######## design 1 ########
==> design_1/final_clocks.png <==
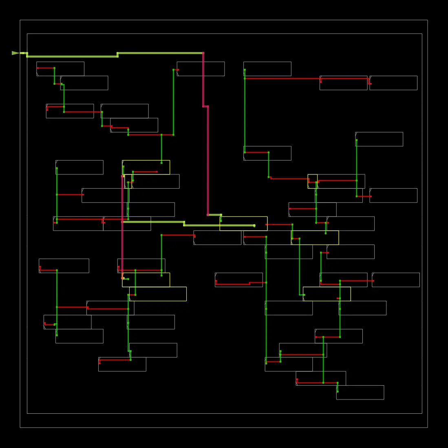

**config.mk**
```make
export PLATFORM = sky130hd
export DESIGN_NAME = seq_detect_ctrl_flat
export DESIGN_NICKNAME = d
export VERILOG_FILES = /design/src/rtl/seq_detect_ctrl_if.sv /design/src/rtl/seq_detect_ctrl.sv /design/src/flat_wrapper.sv
export SDC_FILE = /design/constraint.sdc
export NUM_CORES = 1
export LEC_CHECK = 0
export CAP_MARGIN = 40
export CELL_PAD_IN_SITES_DETAIL_PLACEMENT = 0
export CELL_PAD_IN_SITES_GLOBAL_PLACEMENT = 1
export CORE_UTILIZATION = 44
export CTS_BUF_LIST = sky130_fd_sc_hd__clkbuf_16
export DETAILED_ROUTE_END_ITERATION = 8
export PLACE_DENSITY_LB_ADDON = 0.25
export SLEW_MARGIN = 25
export SYNTH_ARGS = -nofsm -noshare
export SYNTH_HDL_FRONTEND = slang
export SYNTH_SLANG_ARGS = --single-unit
```
**constraint.sdc**
```tcl
create_clock -name clk -period 4.8 [get_ports clk]
set_input_delay 1.44 -clock clk [delete_from_list [all_inputs] [get_ports clk]]
set_output_delay 1.44 -clock clk [all_outputs]
set_load 0.1 [all_outputs]
```
**src/rtl/seq_detect_ctrl_if.sv**
```systemverilog
// Control, configuration and serial-stream bundle for seq_detect_ctrl.
// The master drives configuration, commands and bits; the slave returns match and status.
interface seq_detect_ctrl_if #(
  parameter int unsigned MAX_LEN = 8,
  parameter int unsigned LEN_W   = 4,
  parameter int unsigned CNT_W   = 8
);
  logic               cfg_we;
  logic [MAX_LEN-1:0] cfg_pattern;
  logic [LEN_W-1:0]   cfg_len;
  logic               cfg_overlap;
  logic [CNT_W-1:0]   cfg_threshold;
  logic               start;
  logic               stop;
  logic               x;
  logic               x_valid;
  logic               irq_clr;
  logic               z;
  logic               busy;
  logic               done;
  logic [CNT_W-1:0]   match_count;
  logic               irq;
  logic               cfg_err;

  modport master (
    output cfg_we, cfg_pattern, cfg_len, cfg_overlap, cfg_threshold,
    output start, stop, x, x_valid, irq_clr,
    input  z, busy, done, match_count, irq, cfg_err
  );

  modport slave (
    input  cfg_we, cfg_pattern, cfg_len, cfg_overlap, cfg_threshold,
    input  start, stop, x, x_valid, irq_clr,
    output z, busy, done, match_count, irq, cfg_err
  );
endinterface

```
**src/rtl/seq_detect_ctrl.sv**
```systemverilog
// Programmable Mealy serial sequence detector with arm/disarm control,
// saturating match counter and sticky threshold interrupt.
module seq_detect_ctrl #(
  parameter int unsigned MAX_LEN = 8,
  parameter int unsigned LEN_W   = 4,
  parameter int unsigned CNT_W   = 8
) (
  input logic              clk,
  input logic              rst,
  seq_detect_ctrl_if.slave bus
);

  typedef enum logic [1:0] {IDLE, ARMED, DONE} state_e;

  typedef struct packed {
    logic [MAX_LEN-1:0] pattern;
    logic [LEN_W-1:0]   len;
    logic               overlap;
    logic [CNT_W-1:0]   threshold;
  } cfg_t;

  localparam cfg_t CFG_RST = '{
    pattern:   MAX_LEN'(4'b1001),
    len:       LEN_W'(4),
    overlap:   1'b0,
    threshold: '0
  };

  state_e             state_q, state_d;
  cfg_t               cfg_q, cfg_d;
  logic [MAX_LEN-2:0] hist_q, hist_d;
  logic [LEN_W-1:0]   fill_q, fill_d;
  logic [CNT_W-1:0]   cnt_q, cnt_d;
  logic               irq_q, irq_d;
  logic               cfg_err_q, cfg_err_d;

  logic [MAX_LEN-1:0] window_c;
  logic [MAX_LEN-1:0] mask_c;
  logic               match_c;
  logic               z_c;
  logic [CNT_W-1:0]   cnt_inc_c;
  logic [LEN_W-1:0]   fill_inc_c;
  logic               thr_hit_c;
  logic               arm_c;
  logic               len_bad_c;

  // Mealy match: newest bit joins the history, only the low len bits are compared
  always_comb begin
    window_c = {hist_q, bus.x};
    mask_c   = '0;
    for (int unsigned i = 0; i < MAX_LEN; i++) begin
      mask_c[i] = (i < 32'(cfg_q.len));
    end
    match_c = (((window_c ^ cfg_q.pattern) & mask_c) == '0);
    z_c     = (state_q == ARMED) && bus.x_valid &&
              (fill_q >= (cfg_q.len - LEN_W'(1))) && match_c;
  end

  assign cnt_inc_c  = (&cnt_q) ? cnt_q : cnt_q + CNT_W'(1);
  assign fill_inc_c = (fill_q == LEN_W'(MAX_LEN - 1)) ? fill_q : fill_q + LEN_W'(1);
  assign arm_c      = bus.start && !bus.stop;
  assign len_bad_c  = (bus.cfg_len < LEN_W'(2)) || (bus.cfg_len > LEN_W'(MAX_LEN));

  always_comb begin
    state_d   = state_q;
    cfg_d     = cfg_q;
    hist_d    = hist_q;
    fill_d    = fill_q;
    cnt_d     = cnt_q;
    irq_d     = irq_q && !bus.irq_clr;
    cfg_err_d = 1'b0;
    thr_hit_c = 1'b0;

    unique case (state_q)
      IDLE: begin
        if (arm_c) begin
          state_d = ARMED;
          hist_d  = '0;
          fill_d  = '0;
          cnt_d   = '0;
        end
      end
      ARMED: begin
        if (bus.x_valid) begin
          // Non-overlapping mode discards the bits consumed by a match
          if (z_c && !cfg_q.overlap) begin
            hist_d = '0;
            fill_d = '0;
          end else begin
            hist_d = window_c[MAX_LEN-2:0];
            fill_d = fill_inc_c;
          end
          if (z_c) begin
            cnt_d     = cnt_inc_c;
            thr_hit_c = (cfg_q.threshold != '0) && (cnt_inc_c == cfg_q.threshold);
          end
        end
        if (bus.stop) begin
          state_d = IDLE;
        end else if (thr_hit_c) begin
          state_d = DONE;
        end
        if (thr_hit_c) begin
          irq_d = 1'b1;
        end
      end
      DONE: begin
        if (bus.stop) begin
          state_d = IDLE;
        end else if (bus.start) begin
          state_d = ARMED;
          hist_d  = '0;
          fill_d  = '0;
          cnt_d   = '0;
        end
      end
      default: state_d = IDLE;
    endcase

    if (bus.cfg_we) begin
      if ((state_q == ARMED) || len_bad_c) begin
        cfg_err_d = 1'b1;
      end else begin
        cfg_d = '{
          pattern:   bus.cfg_pattern,
          len:       bus.cfg_len,
          overlap:   bus.cfg_overlap,
          threshold: bus.cfg_threshold
        };
      end
    end
  end

  always_ff @(posedge clk or negedge rst) begin
    if (!rst) begin
      state_q   <= IDLE;
      cfg_q     <= CFG_RST;
      hist_q    <= '0;
      fill_q    <= '0;
      cnt_q     <= '0;
      irq_q     <= 1'b0;
      cfg_err_q <= 1'b0;
    end else begin
      state_q   <= state_d;
      cfg_q     <= cfg_d;
      hist_q    <= hist_d;
      fill_q    <= fill_d;
      cnt_q     <= cnt_d;
      irq_q     <= irq_d;
      cfg_err_q <= cfg_err_d;
    end
  end

  assign bus.z           = z_c;
  assign bus.busy        = (state_q == ARMED);
  assign bus.done        = (state_q == DONE);
  assign bus.match_count = cnt_q;
  assign bus.irq         = irq_q;
  assign bus.cfg_err     = cfg_err_q;

endmodule
```
**src/flat_wrapper.sv**
```systemverilog
// flat-port wrapper written by rule: the top's interface ports become plain ports
module seq_detect_ctrl_flat 
#(
  parameter int unsigned MAX_LEN = 8,
  parameter int unsigned LEN_W   = 4,
  parameter int unsigned CNT_W   = 8
)
  (clk, rst, bus_cfg_we, bus_cfg_pattern, bus_cfg_len, bus_cfg_overlap, bus_cfg_threshold, bus_start, bus_stop, bus_x, bus_x_valid, bus_irq_clr, bus_z, bus_busy, bus_done, bus_match_count, bus_irq, bus_cfg_err);
  seq_detect_ctrl_if #(.MAX_LEN(MAX_LEN), .LEN_W(LEN_W), .CNT_W(CNT_W)) bus_i ();
  input logic clk;
  input logic rst;
  input wire logic [$bits(bus_i.cfg_we)-1:0] bus_cfg_we;
  input wire logic [$bits(bus_i.cfg_pattern)-1:0] bus_cfg_pattern;
  input wire logic [$bits(bus_i.cfg_len)-1:0] bus_cfg_len;
  input wire logic [$bits(bus_i.cfg_overlap)-1:0] bus_cfg_overlap;
  input wire logic [$bits(bus_i.cfg_threshold)-1:0] bus_cfg_threshold;
  input wire logic [$bits(bus_i.start)-1:0] bus_start;
  input wire logic [$bits(bus_i.stop)-1:0] bus_stop;
  input wire logic [$bits(bus_i.x)-1:0] bus_x;
  input wire logic [$bits(bus_i.x_valid)-1:0] bus_x_valid;
  input wire logic [$bits(bus_i.irq_clr)-1:0] bus_irq_clr;
  output wire logic [$bits(bus_i.z)-1:0] bus_z;
  output wire logic [$bits(bus_i.busy)-1:0] bus_busy;
  output wire logic [$bits(bus_i.done)-1:0] bus_done;
  output wire logic [$bits(bus_i.match_count)-1:0] bus_match_count;
  output wire logic [$bits(bus_i.irq)-1:0] bus_irq;
  output wire logic [$bits(bus_i.cfg_err)-1:0] bus_cfg_err;
  assign bus_i.cfg_we = bus_cfg_we;
  assign bus_i.cfg_pattern = bus_cfg_pattern;
  assign bus_i.cfg_len = bus_cfg_len;
  assign bus_i.cfg_overlap = bus_cfg_overlap;
  assign bus_i.cfg_threshold = bus_cfg_threshold;
  assign bus_i.start = bus_start;
  assign bus_i.stop = bus_stop;
  assign bus_i.x = bus_x;
  assign bus_i.x_valid = bus_x_valid;
  assign bus_i.irq_clr = bus_irq_clr;
  assign bus_z = bus_i.z;
  assign bus_busy = bus_i.busy;
  assign bus_done = bus_i.done;
  assign bus_match_count = bus_i.match_count;
  assign bus_irq = bus_i.irq;
  assign bus_cfg_err = bus_i.cfg_err;
  seq_detect_ctrl #(.MAX_LEN(MAX_LEN), .LEN_W(LEN_W), .CNT_W(CNT_W)) u_core (.clk(clk), .rst(rst), .bus(bus_i));
endmodule
```
######## design 2 ########
$ cat src/rtl/full_adder.sv
// Parameterisable ripple-carry adder (x + y + cin) with optional output register.
// Define FULL_ADDER_CARRY_CNT_EN to add a saturating 16-bit count of carry-out events.
module full_adder #(
  parameter int WIDTH      = 1,
  parameter int REGISTERED = 1
) (
  input  logic             clk,
  input  logic             rst,
  input  logic             in_valid,
  input  logic [WIDTH-1:0] x,
  input  logic [WIDTH-1:0] y,
  input  logic             cin,
  output logic [WIDTH-1:0] A,
  output logic             cout,
  output logic             ovf,
  output logic             out_valid
`ifdef FULL_ADDER_CARRY_CNT_EN
  ,output logic [15:0]     carry_count
`endif
);

  logic [WIDTH:0]   w_carry;
  logic [WIDTH-1:0] w_sum;
  logic             w_ovf;

  assign w_carry[0] = cin;

  for (genvar i = 0; i < WIDTH; i++) begin : g_bit
    assign w_sum[i]       = x[i] ^ y[i] ^ w_carry[i];
    assign w_carry[i + 1] = (x[i] & y[i]) | (w_carry[i] & (x[i] ^ y[i]));
  end

  // Signed overflow: carry into the MSB disagrees with carry out of it.
  assign w_ovf = w_carry[WIDTH] ^ w_carry[WIDTH-1];

  if (REGISTERED != 0) begin : g_reg
    logic [WIDTH-1:0] r_sum;
    logic             r_cout;
    logic             r_ovf;
    logic             r_valid;

    // NOTE: sequential state uses non-blocking assignments so every register
    // samples pre-edge values regardless of statement order.
    always_ff @(posedge clk) begin
      if (rst) begin
        r_sum   <= '0;
        r_cout  <= 1'b0;
        r_ovf   <= 1'b0;
        r_valid <= 1'b0;
      end else begin
        r_valid <= in_valid;
        if (in_valid) begin
          r_sum  <= w_sum;
          r_cout <= w_carry[WIDTH];
          r_ovf  <= w_ovf;
        end
      end
    end

    assign A         = r_sum;
    assign cout      = r_cout;
    assign ovf       = r_ovf;
    assign out_valid = r_valid;
  end else begin : g_comb
    assign A         = w_sum;
    assign cout      = w_carry[WIDTH];
    assign ovf       = w_ovf;
    assign out_valid = in_valid;
  end

`ifdef FULL_ADDER_CARRY_CNT_EN
  logic [15:0] r_carry_cnt;

  // Counts the carry of the operation being accepted, so both latencies agree.
  always_ff @(posedge clk) begin
    if (rst) begin
      r_carry_cnt <= '0;
    end else if (in_valid && w_carry[WIDTH] && (r_carry_cnt != 16'hFFFF)) begin
      r_carry_cnt <= r_carry_cnt + 16'd1;
    end
  end

  assign carry_count = r_carry_cnt;
`endif

endmodule

$ cat config.mk
export PLATFORM = sky130hd
export DESIGN_NAME = full_adder
export DESIGN_NICKNAME = d
export VERILOG_FILES = /design/src/rtl/full_adder.sv
export SDC_FILE = /design/constraint.sdc
export NUM_CORES = 1
export LEC_CHECK = 0
export CAP_MARGIN = 5
export CORE_AREA = 2 2 39 41
export CTS_CLUSTER_SIZE = 20
export DETAILED_ROUTE_END_ITERATION = 16
export DIE_AREA = 0 0 41 43
export PLACE_DENSITY_LB_ADDON = 0.2
export SYNTH_ARGS = -nofsm -noshare
export SYNTH_HDL_FRONTEND = slang
export SYNTH_SLANG_ARGS = --single-unit
$ cat constraint.sdc
create_clock -name clk -period 3 [get_ports clk]
set_input_delay 0.45 -clock clk [delete_from_list [all_inputs] [get_ports clk]]
set_output_delay 0.45 -clock clk [all_outputs]
set_load 0.01 [all_outputs]
######## design 3 ########
--- src/rtl/stopwatch_controller_pkg.sv ---
// Shared types and constants for the stopwatch controller.
// Holds the FSM state encoding and the BCD digit limit.
package stopwatch_controller_pkg;

    typedef enum logic [1:0] {
        ST_IDLE  = 2'd0,
        ST_RUN   = 2'd1,
        ST_PAUSE = 2'd2,
        ST_DONE  = 2'd3
    } sw_state_e;

    localparam logic [3:0] BCD_MAX = 4'd9;

endpackage

--- src/rtl/stopwatch_controller_bcd_counter_99.sv ---
// Two-digit BCD counter 00..99.
// Wraps to 00 at 99, or holds at 99 when wrap_stop is set.
module bcd_counter_99
    import stopwatch_controller_pkg::*;
(
    input  logic       clock,
    input  logic       reset,
    input  logic       clear,
    input  logic       enable,
    input  logic       wrap_stop,
    output logic [3:0] count_high,
    output logic [3:0] count_low,
    output logic       at_max
);

    logic [3:0] high_q, high_d;
    logic [3:0] low_q, low_d;

    assign at_max     = (high_q == BCD_MAX) && (low_q == BCD_MAX);
    assign count_high = high_q;
    assign count_low  = low_q;

    // next count: clear wins, then a single BCD step on enable
    always_comb begin
        high_d = high_q;
        low_d  = low_q;
        if (clear) begin
            high_d = 4'd0;
            low_d  = 4'd0;
        end else if (enable) begin
            if (at_max) begin
                if (!wrap_stop) begin
                    high_d = 4'd0;
                    low_d  = 4'd0;
                end
            end else if (low_q == BCD_MAX) begin
                low_d  = 4'd0;
                high_d = high_q + 4'd1;
            end else begin
                low_d = low_q + 4'd1;
            end
        end
    end

    // digit registers
    always_ff @(posedge clock) begin
        if (reset) begin
            high_q <= 4'd0;
            low_q  <= 4'd0;
        end else begin
            high_q <= high_d;
            low_q  <= low_d;
        end
    end

endmodule

--- src/rtl/stopwatch_controller.sv ---
// Stopwatch sequencer: button edge detect, prescaler and FSM
// around a BCD 00..99 counter, with a lap snapshot display.
module stopwatch_controller
    import stopwatch_controller_pkg::*;
#(
    parameter int PRESCALE   = 4,
    parameter bit STOP_AT_99 = 1'b0
) (
    input  logic       clock,
    input  logic       reset,
    input  logic       start_pause,
    input  logic       lap,
    input  logic       clear,
    output logic [3:0] disp_high,
    output logic [3:0] disp_low,
    output logic       running,
    output logic       lap_active,
    output logic       wrap,
    output logic       done
);

    localparam int PW = $clog2(PRESCALE);
    localparam logic [PW-1:0] PRE_LAST = PW'(PRESCALE - 1);

    // buttons ordered {clear, lap, start}
    logic [2:0] btn_q, prev_q, press;
    logic       start_p, lap_p, clr_p;

    sw_state_e     state_q, state_d;
    logic [PW-1:0] pre_q, pre_d;
    logic [7:0]    snap_q, snap_d;
    logic          lap_q, lap_d;
    logic          wrap_d;
    logic [7:0]    disp_q;
    logic          running_q, done_q, wrap_q;

    logic       tick, cnt_en, at_max;
    logic [3:0] cnt_high, cnt_low;

    assign press   = btn_q & ~prev_q;
    assign start_p = press[0];
    assign lap_p   = press[1];
    assign clr_p   = press[2];

    assign tick   = (state_q == ST_RUN) && (pre_q == PRE_LAST);
    assign cnt_en = tick && !clr_p;

    bcd_counter_99 u_cnt (
        .clock      (clock),
        .reset      (reset),
        .clear      (clr_p),
        .enable     (cnt_en),
        .wrap_stop  (STOP_AT_99),
        .count_high (cnt_high),
        .count_low  (cnt_low),
        .at_max     (at_max)
    );

    // sample buttons, then delay once more for rising-edge detect
    always_ff @(posedge clock) begin
        if (reset) begin
            btn_q  <= 3'b000;
            prev_q <= 3'b000;
        end else begin
            btn_q  <= {clear, lap, start_pause};
            prev_q <= btn_q;
        end
    end

    // FSM next state; clear overrides every other press
    always_comb begin
        state_d = state_q;
        pre_d   = pre_q;
        snap_d  = snap_q;
        lap_d   = lap_q;
        wrap_d  = 1'b0;
        if (clr_p) begin
            state_d = ST_IDLE;
            pre_d   = '0;
            lap_d   = 1'b0;
        end else begin
            unique case (state_q)
                ST_IDLE: begin
                    if (start_p) state_d = ST_RUN;
                end
                ST_RUN: begin
                    pre_d = tick ? '0 : pre_q + 1'b1;
                    if (lap_p) begin
                        snap_d = {cnt_high, cnt_low};
                        lap_d  = 1'b1;
                    end
                    if (start_p) state_d = ST_PAUSE;
                    if (tick && at_max) begin
                        if (STOP_AT_99) state_d = ST_DONE;
                        else            wrap_d  = 1'b1;
                    end
                end
                ST_PAUSE: begin
                    if (lap_p)   lap_d   = 1'b0;
                    if (start_p) state_d = ST_RUN;
                end
                ST_DONE: begin
                end
            endcase
        end
    end

    // FSM state and registered outputs
    always_ff @(posedge clock) begin
        if (reset) begin
            state_q   <= ST_IDLE;
            pre_q     <= '0;
            snap_q    <= 8'h00;
            lap_q     <= 1'b0;
            disp_q    <= 8'h00;
            running_q <= 1'b0;
            done_q    <= 1'b0;
            wrap_q    <= 1'b0;
        end else begin
            state_q   <= state_d;
            pre_q     <= pre_d;
            snap_q    <= snap_d;
            lap_q     <= lap_d;
            disp_q    <= lap_q ? snap_q : {cnt_high, cnt_low};
            running_q <= (state_d == ST_RUN);
            done_q    <= (state_d == ST_DONE);
            wrap_q    <= wrap_d;
        end
    end

    assign disp_high  = disp_q[7:4];
    assign disp_low   = disp_q[3:0];
    assign running    = running_q;
    assign lap_active = lap_q;
    assign wrap       = wrap_q;
    assign done       = done_q;

endmodule

--- config.mk ---
export PLATFORM = sky130hd
export DESIGN_NAME = stopwatch_controller
export DESIGN_NICKNAME = d
export VERILOG_FILES = /design/src/rtl/stopwatch_controller_pkg.sv /design/src/rtl/stopwatch_controller_bcd_counter_99.sv /design/src/rtl/stopwatch_controller.sv
export SDC_FILE = /design/constraint.sdc
export NUM_CORES = 1
export LEC_CHECK = 0
export ABC_AREA = 0
export CORE_ASPECT_RATIO = 0.75
export CORE_MARGIN = 4
export CORE_UTILIZATION = 62
export CTS_BUF_LIST = sky130_fd_sc_hd__clkbuf_8
export CTS_CLUSTER_DIAMETER = 100
export CTS_CLUSTER_SIZE = 8
export DETAILED_ROUTE_END_ITERATION = 10
export GPL_ROUTABILITY_DRIVEN = 0
export PLACE_DENSITY = 0.84
export SKIP_CTS_REPAIR_TIMING = 1
export SLEW_MARGIN = 20
export SYNTH_ARGS = -nofsm -noshare
export SYNTH_HDL_FRONTEND = slang
export SYNTH_HIERARCHICAL = 1
export SYNTH_SLANG_ARGS = --single-unit
export TNS_END_PERCENT = 50
--- constraint.sdc ---
create_clock -name clock -period 5.73 [get_ports clock]
set_clock_uncertainty 0.15 [all_clocks]
set_input_delay 1.146 -clock clock [delete_from_list [all_inputs] [get_ports clock]]
set_output_delay 1.146 -clock clock [all_outputs]
set_load 0.02 [all_outputs]
######## design 4 ########
## config.mk

```make
export PLATFORM = sky130hd
export DESIGN_NAME = chan_delay_line
export DESIGN_NICKNAME = d
export VERILOG_FILES = /design/src/rtl/chan_delay_line.sv
export SDC_FILE = /design/constraint.sdc
export NUM_CORES = 1
export LEC_CHECK = 0
export ABC_AREA = 1
export CAP_MARGIN = 20
export CORE_UTILIZATION = 51
export DETAILED_ROUTE_END_ITERATION = 8
export PLACE_DENSITY = 0.68
export RECOVER_POWER = 25
export SLEW_MARGIN = 20
export SYNTH_ARGS = -nofsm -noshare
export SYNTH_HDL_FRONTEND = slang
export SYNTH_SLANG_ARGS = --single-unit
export TNS_END_PERCENT = 1
```

## constraint.sdc

```tcl
create_clock -name clk -period 1.4 [get_ports clk]
set_input_delay 0.35 -clock clk [delete_from_list [all_inputs] [get_ports clk]]
set_output_delay 0.35 -clock clk [all_outputs]
set_load 0.02 [all_outputs]
```

## src/rtl/chan_delay_line.sv

```systemverilog
// chan_delay_line: per-channel programmable delay line with flush on reconfiguration.
// Ports: clk, rst_n, in_valid/in_data, cfg_we/cfg_chan/cfg_delay, out_valid/out_data
// (+ evt when CHAN_DELAY_LINE_EVT_EN is defined).
module chan_delay_line #(
  parameter  int WIDTH     = 8,
  parameter  int CHANNELS  = 4,
  parameter  int MAX_DELAY = 16,
  localparam int DW        = $clog2(MAX_DELAY + 1),
  localparam int CW        = (CHANNELS > 1) ? $clog2(CHANNELS) : 1
) (
  input  logic                      clk,
  input  logic                      rst_n,
  input  logic [CHANNELS-1:0]       in_valid,
  input  logic [CHANNELS*WIDTH-1:0] in_data,
  input  logic                      cfg_we,
  input  logic [CW-1:0]             cfg_chan,
  input  logic [DW-1:0]             cfg_delay,
  output logic [CHANNELS-1:0]       out_valid,
  output logic [CHANNELS*WIDTH-1:0] out_data
`ifdef CHAN_DELAY_LINE_EVT_EN
  ,
  output logic [CHANNELS-1:0]       evt
`endif
);

  logic [DW-1:0] w_cfg;

  // Delay 0 is meaningless for a registered output, so it becomes 1.
  always_comb begin
    w_cfg = cfg_delay;
    if (cfg_delay == '0)
      w_cfg = DW'(1);
    else if (int'(cfg_delay) > MAX_DELAY)
      w_cfg = DW'(MAX_DELAY);
  end

  for (genvar c = 0; c < CHANNELS; c++) begin : g_ch
    // Stage j holds a sample that reaches the output after j more edges.
    logic [MAX_DELAY:1] r_v;
    logic [WIDTH-1:0]   r_d [1:MAX_DELAY];
    logic [DW-1:0]      r_dly;
    logic               r_ov;
    logic [WIDTH-1:0]   r_od;
    logic               w_wr;
    logic [DW-1:0]      w_tap;
    logic               w_in_v;
    logic [WIDTH-1:0]   w_in_d;

    // Out-of-range channel numbers never match any c.
    assign w_wr   = cfg_we && (int'(cfg_chan) == c);
    assign w_tap  = w_wr ? w_cfg : r_dly;
    assign w_in_v = in_valid[c];
    assign w_in_d = in_data[c*WIDTH +: WIDTH];

    always_ff @(posedge clk or negedge rst_n) begin
      if (!rst_n) begin
        r_v   <= '0;
        r_dly <= DW'(MAX_DELAY);
        r_ov  <= 1'b0;
        r_od  <= '0;
        for (int j = 1; j <= MAX_DELAY; j++)
          r_d[j] <= '0;
      end else begin
        r_ov <= !w_wr && r_v[1];
        if (!w_wr && r_v[1])
          r_od <= r_d[1];
        for (int j = 1; j < MAX_DELAY; j++) begin
          r_v[j] <= !w_wr && r_v[j+1];
          r_d[j] <= r_d[j+1];
        end
        r_v[MAX_DELAY] <= 1'b0;
        // Insert at the tap; no collision since older entries sit below it.
        for (int j = 1; j <= MAX_DELAY; j++) begin
          if (w_in_v && int'(w_tap) == j) begin
            r_v[j] <= 1'b1;
            r_d[j] <= w_in_d;
          end
        end
        if (w_wr)
          r_dly <= w_cfg;
      end
    end

    assign out_valid[c]                = r_ov;
    assign out_data[c*WIDTH +: WIDTH] = r_od;

`ifdef CHAN_DELAY_LINE_EVT_EN
    logic r_seen;
    logic r_evt;

    // r_od still holds the previous delivery when the compare is made.
    always_ff @(posedge clk or negedge rst_n) begin
      if (!rst_n) begin
        r_seen <= 1'b0;
        r_evt  <= 1'b0;
      end else begin
        r_evt <= !w_wr && r_v[1] && (!r_seen || (r_d[1] != r_od));
        if (!w_wr && r_v[1])
          r_seen <= 1'b1;
      end
    end

    assign evt[c] = r_evt;
`endif
  end

endmodule

```


==> notes/layouts.md <==
Pictures saved along the way, in no particular order.

Sizing map.
image #1
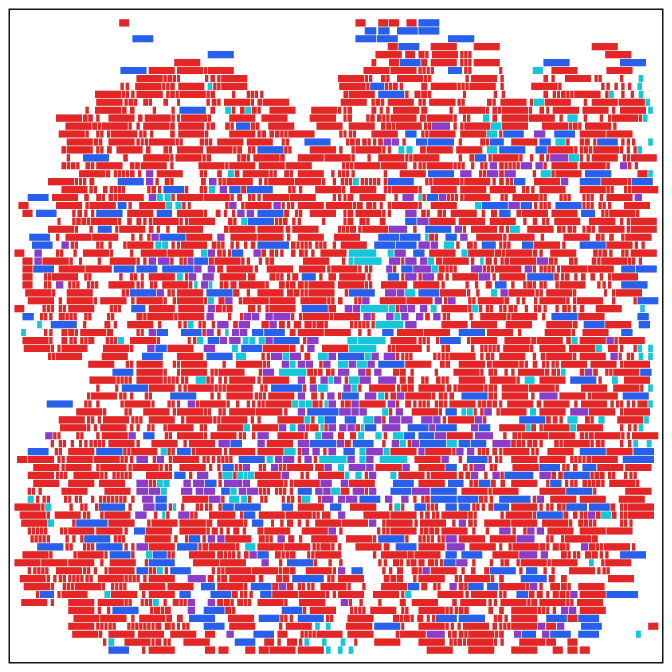
image #2
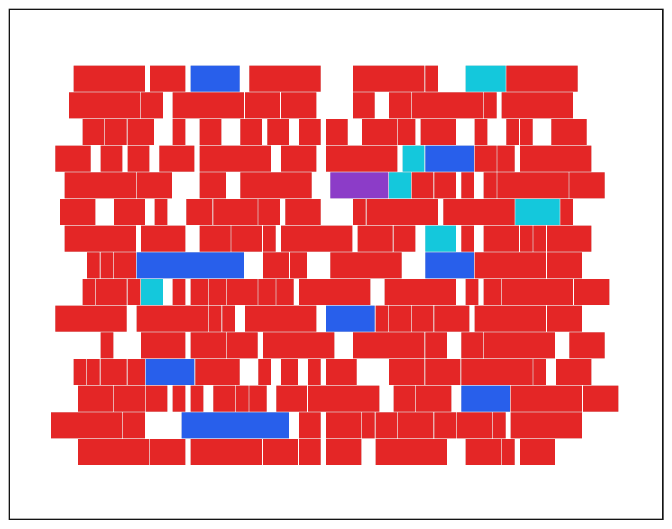
image #3
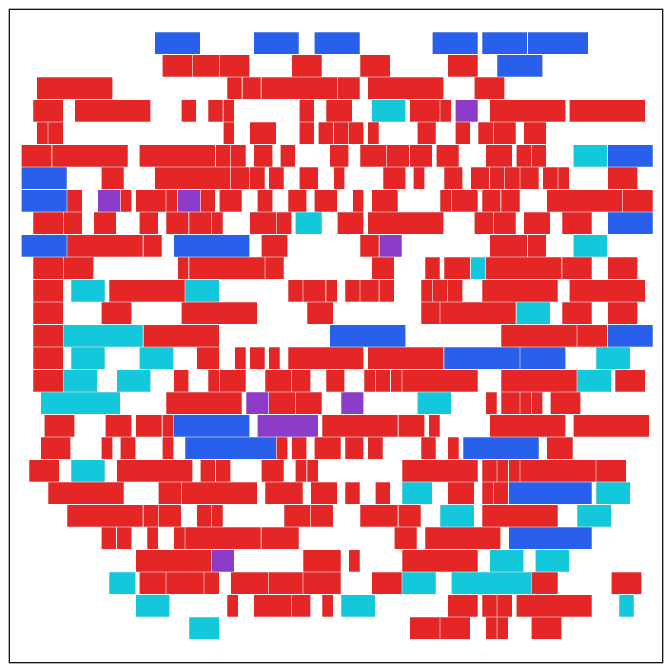
image #4
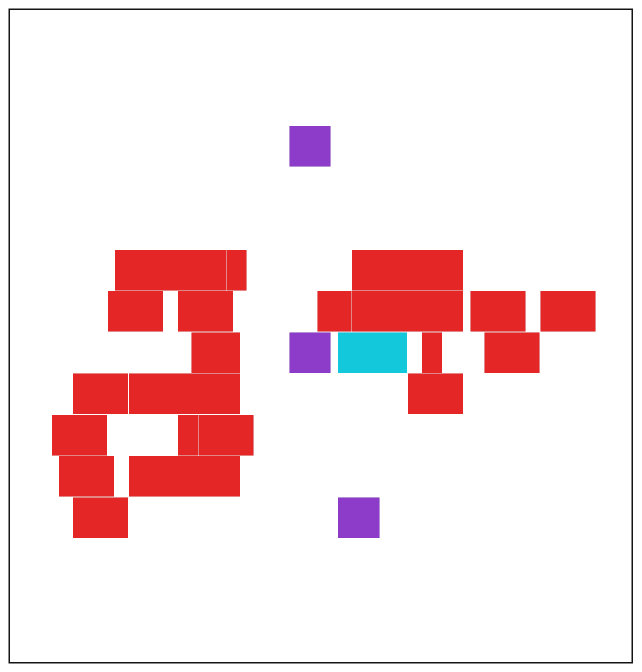
Of these, fewest cells: image #4
Design 3 is image #2.
Design 1 is image #3.
Design 4 is image #1.
Design 2 is image #4.

Key to image #4:
legend:
  drive 3 to 4:
    color: purple
    cells: 3
    share: 12%
    most_used: clkbuf_4
  drive 2:
    color: cyan
    cells: 1
    share: 4.0%
    most_used: a211oi_2
  drive 1 or less:
    color: red
    cells: 21
    share: 84%
    most_used: clkdlybuf4s50_1

==> design_4/cell_classes.png <==
Scale bar: 50 µm.
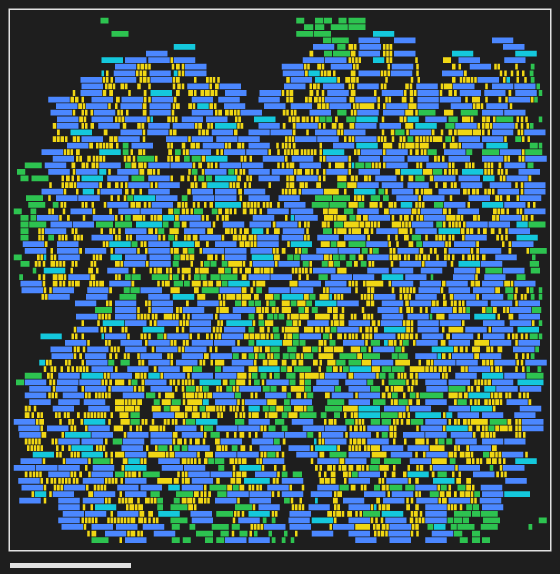
legend:
  clock drivers and dummy loads:
    color: cyan
    cells: 116
    share_of_their_area: 7.5%
  other buffers and delay cells:
    color: green
    cells: 390
    share_of_their_area: 13%
  flip-flops:
    color: blue
    cells: 632
    share_of_their_area: 50%
  all other logic:
    color: yellow
    cells: 2024
    share_of_their_area: 30%

==> results.yml, design 4 <==
# implementation run metrics
timing:
  fmax_mhz: 640
  setup_viol: 420
  final.min_clock_period_ns: 1.56
  whs_ns: 0.188
  rsz0062_at_grt: "true"
  final_hold_viol_count: 0
  finalWorstSetupSlack_ns: -0.164
  final_max_slew_viol_count: 0
global_routing:
  grt_max_degree: 72
  use_met1: 0.333
  busiest_layer: "met2"
  grt_use_met2: 0.437
  grt_pass1_wl_um: 103000
  first_global_vias: 20200
yosys:
  ys_types: 23
  yosysTopAreaCell: "dfrtp_1"
  syn-instance-count: 2798
  yosysMostFrequentCell: "nand2_1"
  xor_area_frac: 0
  aoi_share: 0.00921
  ys_seq_share: 0.633
  simple_gate_share: 0.322
  edf_count: 0
clock_tree:
  clkTransAtPathRegs_ns: 0.06
  cts-root-buf: "clkbuf_16"
  cts_buffers: 66
final_layout:
  syn_to_final_growth_pct: 30.3
  fillers: 3527
  clk_share: 0.0732
  logic_area_um2: 9270
  post-route-util: 0.678
  regMostFlops: "g_ch.r_d"
  comb-cell-share: 0.284
  top_regs: "g_ch.r_d x512, g_ch.r_v x64, g_ch.r_od x32"
  n_antenna_cell: 3
  largest_reg_flops: 512
  final_common_cell: "nand2_1"
  inv_count: 59
  layout.nets: 3160
  bufAreaShareNonClock: 0.125
power_and_ir_drop:
  seq_power_share: 0.471
  comb_power_w: 0.0128
  powerClk_w: 0.0189
  clockPowerShare: 0.315
worst_hold_path:
  holdPathStages: 3
  min_path_type: "in2reg"
  hold_start: "cfg_we"
critical_path:
  endpoint: "g_ch[3].r_d[100]"
  cp_slowest_cell: "dfstp_2"
  startpoint: "g_ch[3].r_dly[4]"
  crit_buf_inv: 2
  r2r-start: "g_ch[3].r_dly[4]"
  worst_path_largest_cell_delay_ns: 0.38
  path_class: "reg2reg"
die:
  chipHeight_um: 223
  core_util_floorplan: 0.520
  chipArea_um2: 49900
status:
  status: "finished with violations"
  violations: "negative setup slack"
detailed_routing:
  vias: 20100
place:
  dp_hpwl_um: 40100
==> design 4: per-stage QoR <==
stage                     cells  total power (W)  area [µm²]  setup WS, ns
final                      3780           0.0600       32600        -0.164
after global routing       3780           0.0635       32600        -0.259
after CTS                  3772           0.0601       32100        -0.166
after detailed placement   3632           0.0407       28900         -1.30
after global placement     3632           0.0402       28900         -1.22
after floorplan            2798           0.0353       25200        -0.373
==> design 4: what timing repair did <==
action,4_1_cts,5_1_grt
setup endpoints to repair,648,610
pin swaps,53,73
setup buffers,19,4
hold buffers,1,0
hold endpoints to repair,283,0
gates cloned,6,1
resized,378,103
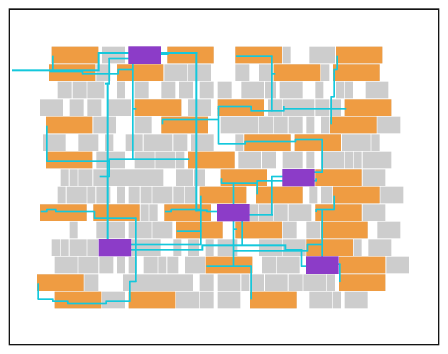
(design_3/clock_map.png)
legend:
  clock wires:
    color: cyan
    length: 457 µm
  cells driving clock nets:
    color: purple
    count: 5
  flip-flops:
    color: orange
    count: 38
routed clock nets: 6
Late-Pin Clk Latency: 0.29 ns
clock network power: 0.000280 W

==> results.yml, design 3 <==
# implementation run metrics
yosys:
  edf_count: 0
  yosys-mux-area-fraction: 0.120
  syn-instance-count: 164
  aoi_share: 0.0786
  ys_types: 37
  netlist_area_um2: 1590
  ys.flops: 38
  syn_avg_cell_area_um2: 9.71
  area_leaders: "dfxtp_1 48%, mux2i_1 11%, nand2b_1 7.1%"
  synthTopLogicFamily: "simple AND/OR/NAND/NOR gates"
  ys.flop_type: "dfxtp_1"
  netlist_top_cells_count: "38 x dfxtp_1, 18 x mux2i_1, 18 x nand2b_1, 18 x nor2_1, 11 x nand2_1"
die:
  rows: 15
  chipArea_um2: 3450
  chipHeight_um: 51.9
detailed_routing:
  routedLengthMet1_um: 1440
  dr.pass1.iters: 4
  drt_drc_violations_left: 0
  wire_per_inst_um: 14.4
  vias: 1182
  routed.top_layer: "met4"
global_routing:
  antenna_found_initial: 0
  grt-ovfl-total: 0
  busiest_layer: "met2"
critical_path:
  cp_cell_sequence: "clkdlybuf4s50_1"
  required_ns: 4.43
  path_class: "reg2out"
  path_delay_family: "buffers and inverters"
  r2r-end: "u_cnt/count_high[2]"
  crit_arrival_ns: 1.73
  crit_buf_inv: 1
timing:
  setup_viol: 0
  finalWorstSetupSlack_ns: 2.70
  tns_ns: 0
  slew_headroom: 0.382
  fmax_mhz: 330
  worst_slew_pin_slew_ns: 0.924
flow_run:
  tool_warnings: 28
  cap_viol_max_count: 0
final_layout:
  lay_top_cells: "38 x dfxtp_1, 18 x nor2_1, 18 x mux2i_1, 18 x nand2b_1, 16 x clkdlybuf4s50_1"
  final_layout_size_suffix_gt1_frac: 0.0815
  syn_to_final_growth_pct: 20.6
  layout.nets: 193
  top_regs: "disp_q x8, snap_q x8"
  final_common_cell: "dfxtp_1"
  n_antenna_cell: 0
  stdcell_area_um2: 1920
worst_hold_path:
  min_to: "prev_q[0]"
  hold_start: "btn_q[0]"
  holdPathStages: 1
power_and_ir_drop:
  power_w: 0.000576
  vdd_drop_max_v: 0.000220
  powerDensity_nw_per_um2: 300
clock_tree:
  cts_max_level: 2
  cts_tree: "yes"
  cts.sinks: 38
status:
  status: "finished clean"
place:
  dpl_cell_area_um2: 1780
  pre_cts_slack_ns: 2.53
## design 3: cell type report
| class | count | share of cell area |
|---|---|---|
| multi-input combinational | 118 | 0.416 |
| sequential | 38 | 0.396 |
| timing repair buffer | 16 | 0.0834 |
| clock buffer | 6 | 0.0430 |
| clock inverter | 2 | 0.0313 |
| tap | 34 | 0.0221 |
| inverter | 4 | 0.00782 |
## design 3: power breakdown
group          switching [W]  internal [W]
logic              0.0000129     0.0000121
registers         0.00000341      0.000268
clock network      0.0000947      0.000186
total               0.000111      0.000465
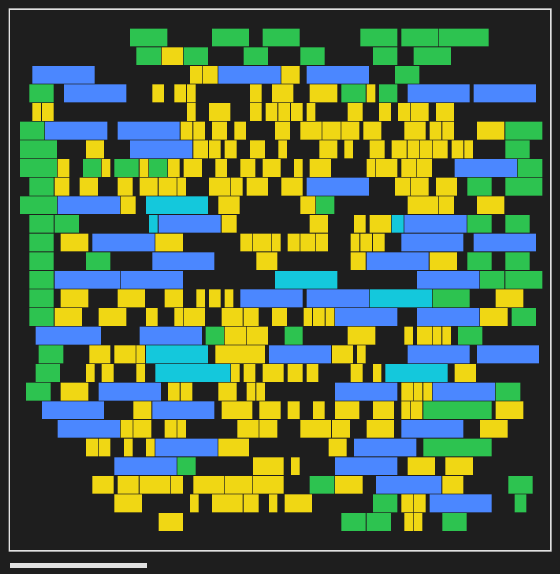
(design_1/cell_classes.png)
Scale bar: 20 µm.
legend:
  flip-flops:
    color: blue
    cells: 44
    share_of_their_area: 32%
  other buffers and delay cells:
    color: green
    cells: 63
    share_of_their_area: 21%
  all other logic:
    color: yellow
    cells: 206
    share_of_their_area: 42%
  clock drivers and dummy loads:
    color: cyan
    cells: 8
    share_of_their_area: 4.8%

About design_1/final_clocks.png:
CTS sink cnt: 44
Flop Count: 44

==> results.yml, design 1 <==
# implementation run metrics
status:
  status: "finished clean"
power_and_ir_drop:
  p_leak_nw: 1.43
  powerDensity_nw_per_um2: 361
  power.switching_w: 0.000388
  vdd_drop_max_v: 0.000242
  powerClk_w: 0.000378
  swShare: 0.308
  comb_power_w: 0.000375
yosys:
  area_leaders: "dfrtp_1 40%, mux2_2 9.5%, xnor2_1 4.4%"
  ys.flop_type: "dfrtp_1"
  synth_top_area_share: 0.395
  yosysCellCount: 264
  ys_types: 45
  ys.warnings.count: 0
detailed_routing:
  dr.pass1.iters: 4
  vias: 2232
  wirelength_um: 6210
  drtIter0Drc: 122
  drt_drc_violations_left: 0
  wire_per_inst_um: 15.8
worst_hold_path:
  min_to: "u_core.hist_q[6]"
  holdPathStages: 2
  min_path_type: "reg2reg"
  hold_start: "u_core.hist_q[6]"
place:
  place.port_buffers: 41
  place.gp.congestion: 0.861
critical_path:
  crit_arrival_ns: 3.09
  r2r-start: "u_core.cfg_q[9]"
  path_class: "in2out"
  cp_slowest_cell: "clkdlybuf4s50_1"
  worst_setup_path_start_kind: "input port"
  crit_buf_inv: 3
timing:
  finalWorstSetupSlack_ns: 0.269
  clock_skew_ns: 0.00493
  final_hold_viol_count: 0
  setup_viol: 0
  rsz0062_at_grt: "false"
  worst_slew_pin_slew_ns: 0.576
  finalCritPeriodShare: 0.944
  final_max_slew_viol_count: 0
final_layout:
  final_layout_size_suffix_gt1_frac: 0.190
  seqCellArea_um2: 1100
  layout.nets: 358
  post-route-util: 0.622
  regMostFlops: "u_core.cfg_q"
  largest_reg_flops: 21
  n_antenna_cell: 0
  lay_top_cells: "41 x dfrtp_1, 39 x clkdlybuf4s50_1, 23 x nand2_1"
clock_tree:
  cts-root-buf: "clkbuf_16"
  cts_setup_buffers: 0
die:
  rows: 27
  chipArea_um2: 6210
  core_util_floorplan: 0.463
global_routing:
  antenna_found_initial: 0
  grt_pass1_wl_um: 10800
flow_run:
  cap_viol_max_count: 0
-- design 1: tightest hold or removal path, cell delays in order (launching register included) --
cell and delay (ns):
dfrtp_1 0.36, nand2_1 0.06, o21ai_0 0.07
-- design 1: metal layers --
metal,global-route usage,vias up,part of all wire
met5,0,-,0
met4,0.0800,0,0.019
met3,0.0437,11,0.060
met2,0.344,74,0.45
met1,0.307,1074,0.47
li1,-,1073,-
-- design 1: layout make-up --
type                    instances  area share
multi-input cells             197       0.395
flip-flops and latches         44       0.316
repair buffers                 63       0.206
clock buffers                   5      0.0358
well taps                      72      0.0258
clock inverters                 3      0.0111
inverters                       9     0.00968
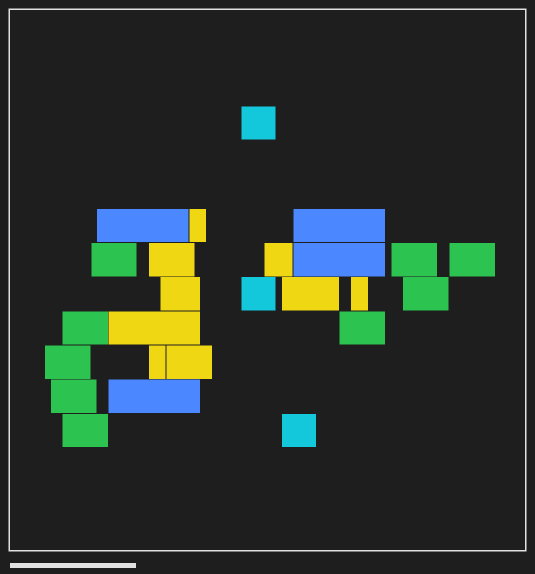
(design_2/cell_classes.png)
Scale bar: 10 µm.
legend:
  other buffers and delay cells:
    color: green
    cells: 9
    share_of_their_area: 33%
  flip-flops:
    color: blue
    cells: 4
    share_of_their_area: 29%
  cells driving clock nets:
    color: cyan
    cells: 3
    share_of_their_area: 8.3%
  all other logic:
    color: yellow
    cells: 9
    share_of_their_area: 29%

==> results.yml, design 2 <==
# implementation run metrics
die:
  die_x_um: 41
  chipHeight_um: 43
  rows: 14
  chipArea_um2: 1760
  core_area_um2: 1380
critical_path:
  worstRegToRegCells: 2
  worst_setup_path_start_kind: "input port"
  r2r_setup_slack_ns: 2.37
  startpoint: "y"
  r2r-end: "ovf"
  cp_cell_sequence: "clkdlybuf4s50_1 -> fa_1 -> xnor2_1 -> a211oi_2"
  cp-end-kind: "register"
  cp_slowest_cell: "fa_1"
timing:
  fmax_mhz: 646
  final_hold_viol_count: 0
  worst_slew_pin_slew_ns: 0.233
  tns_ns: 0
  final_max_slew_viol_count: 0
  rsz0062_at_grt: "false"
  finalCritPeriodShare: 0.516
  slew_headroom: 0.844
final_layout:
  lay_top_cells: "9 x clkdlybuf4s50_1, 4 x dfxtp_1, 3 x nor2_1, 3 x clkbuf_4, 2 x mux2i_1"
  post-route-util: 0.211
worst_hold_path:
  hold_start: "A"
  holdPathStages: 2
flow_run:
  cap_viol_max_count: 0
yosys:
  ys.flops: 4
  xor_area_frac: 0.0551
  synthTopLogicFamily: "adder cells"
  yosysCellCount: 13
  yosys.area_share.adder: 0.126
  ys_seq_share: 0.504
power_and_ir_drop:
  power-top-group: "clock"
  powerClk_w: 0.0000686
  p_int_w: 0.000120
  p_leak_nw: 0.112
  swShare: 0.233
  comb_power_w: 0.0000291
  power.switching_w: 0.0000366
  p_seq_w: 0.0000592
detailed_routing:
  drtIter0Drc: 0
  wire_per_inst_um: 9.37
  vias: 134
  antenna_left: 0
  routed.top_layer: "met3"
  viasPerCell: 3.27
global_routing:
  use_met1: 0.0707
  antenna_found_initial: 0
  first_global_vias: 153
  grt_max_degree: 6
clock_tree:
  cts-root-buf: "clkbuf_4"
  cts_tree: "yes"
  clkTransAtPathRegs_ns: 0.04
  insertion_delay_ns: 0.23
  cts_max_level: 1
place:
  place.gp.congestion: 0.549
status:
  status: "finished clean"
## design 2: synth_stat cells
cell	n	area share
dfxtp_1	4	0.50
nor2_1	3	0.071
mux2i_1	2	0.13
a211oi_2	1	0.079
fa_1	1	0.13
nor2b_1	1	0.039
xnor2_1	1	0.055
## design 2: cell type report
| cell class | count | area (µm²) |
|---|---|---|
| fillers | 148 | 1090 |
| repair buffers | 9 | 90.1 |
| clock buffers | 3 | 22.5 |
| well taps | 16 | 20.0 |
| multi-input cells | 9 | 78.8 |
| flip-flops and latches | 4 | 80.1 |

######## design 5 ########
## src/rtl/mips_pipe_pkg.sv

```systemverilog
// Shared MIPS pipeline types: control word, ALU op encodings, NOP constant.
// Stateless package.
// No flow control.
package mips_pipe_pkg;

    localparam int ALU_OP_W = 3;

    typedef enum logic [ALU_OP_W-1:0] {
        ALU_ADD   = 3'b000,
        ALU_SUB   = 3'b001,
        ALU_RTYPE = 3'b010,
        ALU_AND   = 3'b011,
        ALU_OR    = 3'b100,
        ALU_SLT   = 3'b101,
        ALU_LUI   = 3'b110,
        ALU_XOR   = 3'b111
    } alu_op_e;

    // Field order matches the Reg_Dst ... ALU_OP port order.
    typedef struct packed {
        logic                reg_dst;
        logic                alu_src;
        logic                mem_to_reg;
        logic                reg_write;
        logic                mem_read;
        logic                mem_write;
        logic                branch;
        logic [ALU_OP_W-1:0] alu_op;
    } ctrl_t;

    localparam int         CTRL_W   = $bits(ctrl_t);
    localparam ctrl_t      CTRL_NOP = '0;
    localparam logic [4:0] REG_ZERO = 5'd0;

endpackage

```

## src/rtl/id_ex_hazard_detect.sv

```systemverilog
// Load-use hazard detector between the E-stage load and the decode instruction.
// Latency: purely combinational.
// Backpressure: stall is suppressed while E is held or flushed.
module id_ex_hazard_detect
    import mips_pipe_pkg::*;
#(
    parameter int REG_ADDR_W = 5
) (
    input  logic                  valid_e,
    input  logic                  mem_read_e,
    input  logic [REG_ADDR_W-1:0] rt_e,
    input  logic [REG_ADDR_W-1:0] rs_d,
    input  logic [REG_ADDR_W-1:0] rt_d,
    input  logic                  reg_dst_d,
    input  logic                  mem_write_d,
    input  logic                  branch_d,
    input  logic                  hold_e,
    input  logic                  flush_e,
    output logic                  lw_hazard,
    output logic                  stall
);

    logic uses_rt;
    logic rt_dep;

    // Only these instruction classes actually read Rt as a source.
    assign uses_rt   = reg_dst_d | mem_write_d | branch_d;
    assign rt_dep    = (rt_e == rs_d) | (uses_rt & (rt_e == rt_d));
    assign lw_hazard = valid_e & mem_read_e & (rt_e != REG_ADDR_W'(REG_ZERO)) & rt_dep;
    assign stall     = lw_hazard & ~hold_e & ~flush_e;

endmodule

```

## src/rtl/id_ex_stage.sv

```systemverilog
// ID/EX pipeline register with load-use bubble insertion and branch squash.
// Latency: one cycle D to E. Optional Bubble_Count under ID_EX_BUBBLE_COUNT_EN.
// Backpressure: Hold_E freezes E; Stall_F/Stall_D hold upstream on a load-use hazard.
module id_ex_stage
    import mips_pipe_pkg::*;
#(
    parameter int DATA_W     = 32,
    parameter int REG_ADDR_W = 5
) (
    input  logic                  Clk,
    input  logic                  Rst,
    input  logic                  Reg_Dst_D,
    input  logic                  ALU_Src_D,
    input  logic                  Mem_To_Reg_D,
    input  logic                  Reg_Write_D,
    input  logic                  Mem_Read_D,
    input  logic                  Mem_Write_D,
    input  logic                  Branch_D,
    input  logic [2:0]            ALU_OP_D,
    input  logic [REG_ADDR_W-1:0] Rs_D,
    input  logic [REG_ADDR_W-1:0] Rt_D,
    input  logic [REG_ADDR_W-1:0] Rd_D,
    input  logic [DATA_W-1:0]     Read_Data1_D,
    input  logic [DATA_W-1:0]     Read_Data2_D,
    input  logic [DATA_W-1:0]     Sign_Imm_D,
    input  logic [DATA_W-1:0]     PC_Plus4_D,
    input  logic                  Flush_E,
    input  logic                  Hold_E,
    output logic                  Reg_Dst_E,
    output logic                  ALU_Src_E,
    output logic                  Mem_To_Reg_E,
    output logic                  Reg_Write_E,
    output logic                  Mem_Read_E,
    output logic                  Mem_Write_E,
    output logic                  Branch_E,
    output logic [2:0]            ALU_OP_E,
    output logic [REG_ADDR_W-1:0] Rs_E,
    output logic [REG_ADDR_W-1:0] Rt_E,
    output logic [REG_ADDR_W-1:0] Rd_E,
    output logic [DATA_W-1:0]     Read_Data1_E,
    output logic [DATA_W-1:0]     Read_Data2_E,
    output logic [DATA_W-1:0]     Sign_Imm_E,
    output logic [DATA_W-1:0]     PC_Plus4_E,
    output logic                  Valid_E,
    output logic                  Stall_F,
    output logic                  Stall_D
`ifdef ID_EX_BUBBLE_COUNT_EN
   ,output logic [31:0]           Bubble_Count
`endif
);

    ctrl_t                 ctrl_d;
    ctrl_t                 ctrl_e;
    logic [REG_ADDR_W-1:0] rs_e, rt_e, rd_e;
    logic [DATA_W-1:0]     rd1_e, rd2_e, imm_e, pc4_e;
    logic                  valid_e;
    logic                  lw_hazard;
    logic                  stall;

    assign ctrl_d = '{reg_dst:    Reg_Dst_D,
                      alu_src:    ALU_Src_D,
                      mem_to_reg: Mem_To_Reg_D,
                      reg_write:  Reg_Write_D,
                      mem_read:   Mem_Read_D,
                      mem_write:  Mem_Write_D,
                      branch:     Branch_D,
                      alu_op:     ALU_OP_D};

    id_ex_hazard_detect #(
        .REG_ADDR_W (REG_ADDR_W)
    ) u_hazard (
        .valid_e     (valid_e),
        .mem_read_e  (ctrl_e.mem_read),
        .rt_e        (rt_e),
        .rs_d        (Rs_D),
        .rt_d        (Rt_D),
        .reg_dst_d   (Reg_Dst_D),
        .mem_write_d (Mem_Write_D),
        .branch_d    (Branch_D),
        .hold_e      (Hold_E),
        .flush_e     (Flush_E),
        .lw_hazard   (lw_hazard),
        .stall       (stall)
    );

    // Priority: reset, flush, hold, load-use bubble, capture.
    always_ff @(posedge Clk) begin
        if (Rst || Flush_E) begin
            ctrl_e  <= CTRL_NOP;
            rs_e    <= '0;
            rt_e    <= '0;
            rd_e    <= '0;
            rd1_e   <= '0;
            rd2_e   <= '0;
            imm_e   <= '0;
            pc4_e   <= '0;
            valid_e <= 1'b0;
        end else if (!Hold_E) begin
            if (lw_hazard) begin
                ctrl_e  <= CTRL_NOP;
                rs_e    <= '0;
                rt_e    <= '0;
                rd_e    <= '0;
                rd1_e   <= '0;
                rd2_e   <= '0;
                imm_e   <= '0;
                pc4_e   <= '0;
                valid_e <= 1'b0;
            end else begin
                ctrl_e  <= ctrl_d;
                rs_e    <= Rs_D;
                rt_e    <= Rt_D;
                rd_e    <= Rd_D;
                rd1_e   <= Read_Data1_D;
                rd2_e   <= Read_Data2_D;
                imm_e   <= Sign_Imm_D;
                pc4_e   <= PC_Plus4_D;
                valid_e <= 1'b1;
            end
        end
    end

`ifdef ID_EX_BUBBLE_COUNT_EN
    // stall is exactly "bubble inserted this edge" once reset is excluded.
    always_ff @(posedge Clk) begin
        if (Rst) begin
            Bubble_Count <= '0;
        end else if (stall && (Bubble_Count != 32'hFFFF_FFFF)) begin
            Bubble_Count <= Bubble_Count + 32'd1;
        end
    end
`endif

    assign Reg_Dst_E    = ctrl_e.reg_dst;
    assign ALU_Src_E    = ctrl_e.alu_src;
    assign Mem_To_Reg_E = ctrl_e.mem_to_reg;
    assign Reg_Write_E  = ctrl_e.reg_write;
    assign Mem_Read_E   = ctrl_e.mem_read;
    assign Mem_Write_E  = ctrl_e.mem_write;
    assign Branch_E     = ctrl_e.branch;
    assign ALU_OP_E     = ctrl_e.alu_op;
    assign Rs_E         = rs_e;
    assign Rt_E         = rt_e;
    assign Rd_E         = rd_e;
    assign Read_Data1_E = rd1_e;
    assign Read_Data2_E = rd2_e;
    assign Sign_Imm_E   = imm_e;
    assign PC_Plus4_E   = pc4_e;
    assign Valid_E      = valid_e;
    assign Stall_F      = stall;
    assign Stall_D      = stall;

endmodule

```

## config.mk

```make
export PLATFORM = sky130hd
export DESIGN_NAME = id_ex_stage
export DESIGN_NICKNAME = d
export VERILOG_FILES = /design/src/rtl/mips_pipe_pkg.sv /design/src/rtl/id_ex_hazard_detect.sv /design/src/rtl/id_ex_stage.sv
export SDC_FILE = /design/constraint.sdc
export NUM_CORES = 1
export LEC_CHECK = 0
export ABC_AREA = 1
export ABC_CLOCK_PERIOD_IN_PS = 2600
export CAP_MARGIN = 20
export CORE_MARGIN = 2
export CORE_UTILIZATION = 30
export CTS_CLUSTER_DIAMETER = 50
export DETAILED_ROUTE_END_ITERATION = 16
export HOLD_SLACK_MARGIN = 0.02
export PLACE_DENSITY = 0.74
export SYNTH_ARGS = -nofsm -noshare
export SYNTH_HDL_FRONTEND = slang
export SYNTH_SLANG_ARGS = --single-unit
```

## constraint.sdc

```tcl
create_clock -name Clk -period 2.6 [get_ports Clk]
set_input_delay 0.52 -clock Clk [delete_from_list [all_inputs] [get_ports Clk]]
set_output_delay 0.52 -clock Clk [all_outputs]
set_load 0.05 [all_outputs]
```

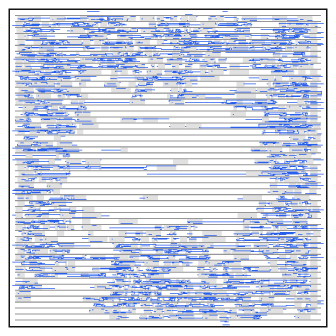
(design_5/met1.png)
Supply wires on this layer in gray. Cells faint in the background.
wire length on this layer: 7770 µm
main direction: horizontal
share of all routed wire: 40%
longest straight run: 45.1 µm
nets with wire on the layer: 998

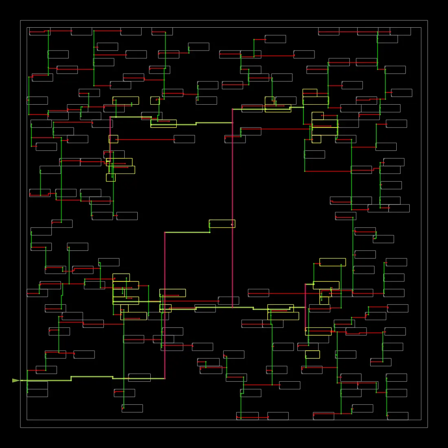
(design_5/final_clocks.png)
CTS Buf Count: 17
clock buffer count: 19
clock network power: 0.00254 W
CTS sink cnt: 154
Flop Count: 154

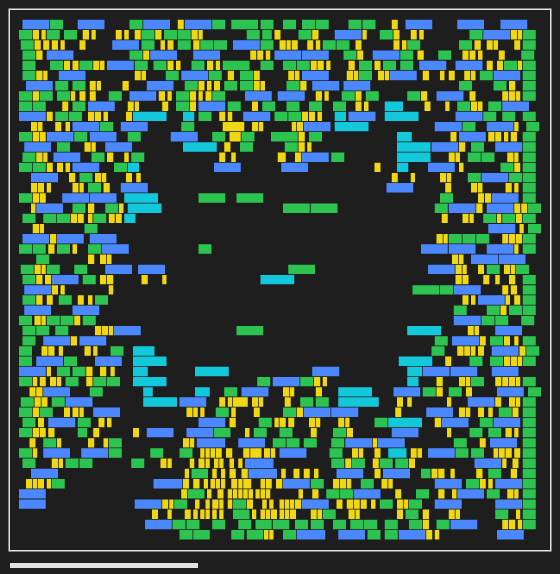
(design_5/cell_classes.png)
Scale bar: 50 µm.
legend:
  other buffers and delay cells:
    color: green
    cells: 322
    share_of_their_area: 35%
  flip-flops:
    color: blue
    cells: 154
    share_of_their_area: 33%
  clock drivers and dummy loads:
    color: cyan
    cells: 32
    share_of_their_area: 6.4%
  all other logic:
    color: yellow
    cells: 521
    share_of_their_area: 25%

==> results.yml <==
# implementation run metrics
timing:
  tns_ns: 0
  finalWorstSetupSlack_ns: 0.103
  final_hold_viol_count: 0
final_layout:
  inv_count: 16
  final_layout_size_suffix_gt1_frac: 0.0534
  n_antenna_cell: 0
  comb.multi_input.count: 505
  comb-cell-share: 0.238
clock_tree:
  clockBufferDepth: 2
  clkTransAtPathRegs_ns: 0.07
power_and_ir_drop:
  power.switching_w: 0.00169
  p_leak_nw: 3.63
  comb_power_share: 0.159
  vdd_drop_max_v: 0.000413
critical_path:
  crit_buf_inv: 3
  endpoint: "Stall_D"
  worst_path_largest_cell_delay_ns: 0.50
status:
  status: "finished clean"
global_routing:
  met3_usage: 0.0810
  grt_max_degree: 124
  first_global_vias: 5556
  grt_use_met2: 0.291
  busiest_layer: "met2"
flow_run:
  tool_warnings: 28
yosys:
  netlist_area_um2: 5880
  edf_count: 0
  async_reset_ff_frac: 0
  yosys.area_share.adder: 0
detailed_routing:
  route.met3.wl_um: 2170
  vias: 6079
  wirelength_um: 19600
  dr.pass1.iters: 5
  routed.top_layer: "met4"
  antenna_left: 0
place:
  dp_cells: 1262
die:
  n_tap_cell: 265
## registers in the layout, indices dropped and copies added (netlist names)
| name | count |
|---|---|
| PC_Plus4_E | 32 |
| Read_Data1_E | 32 |
| Read_Data2_E | 32 |
| Sign_Imm_E | 32 |
| Rd_E | 5 |
| Rs_E | 5 |
| Rt_E | 5 |
| ALU_OP_E | 3 |
| ALU_Src_E | 1 |
| Branch_E | 1 |
| Mem_Read_E | 1 |
| Mem_To_Reg_E | 1 |
| Mem_Write_E | 1 |
| Reg_Dst_E | 1 |
| Reg_Write_E | 1 |
| Valid_E | 1 |


==> gallery <==
Routed clock nets over the placement.
Plate I
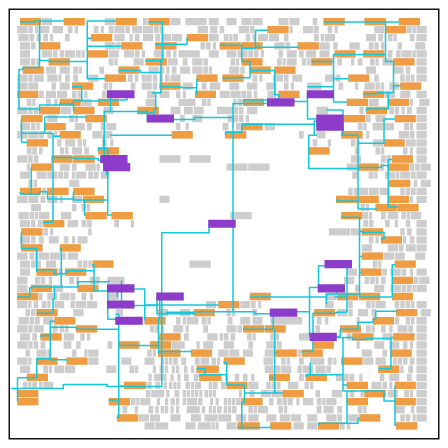
Plate II
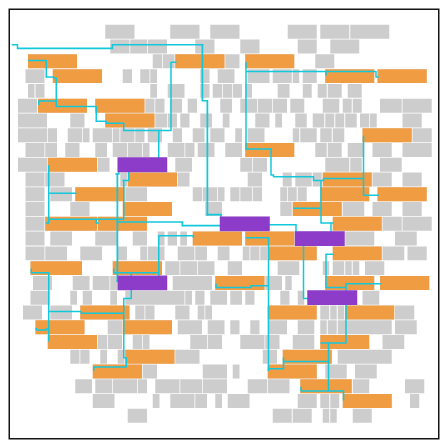
Plate III
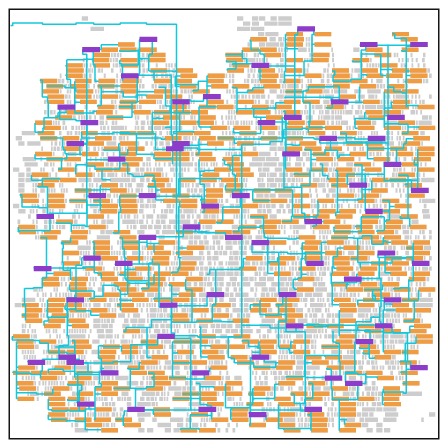
Plate IV
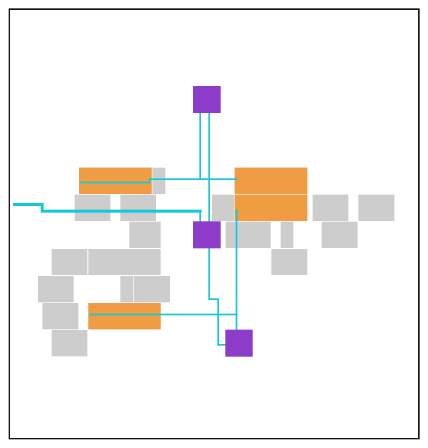
design 1: Plate II
design 4: Plate III
design 2: Plate IV
design 5: Plate I
- most sequential cells: Plate III
- fewest sequential cells: Plate IV

Key to Plate II:
legend:
  clock wires:
    color: cyan
    length: 540 µm
  cells driving clock nets:
    color: purple
    count: 5
  flip-flops:
    color: orange
    count: 44
routed clock nets: 6

No activity file was given, so power comes from the tool's default toggle rates.
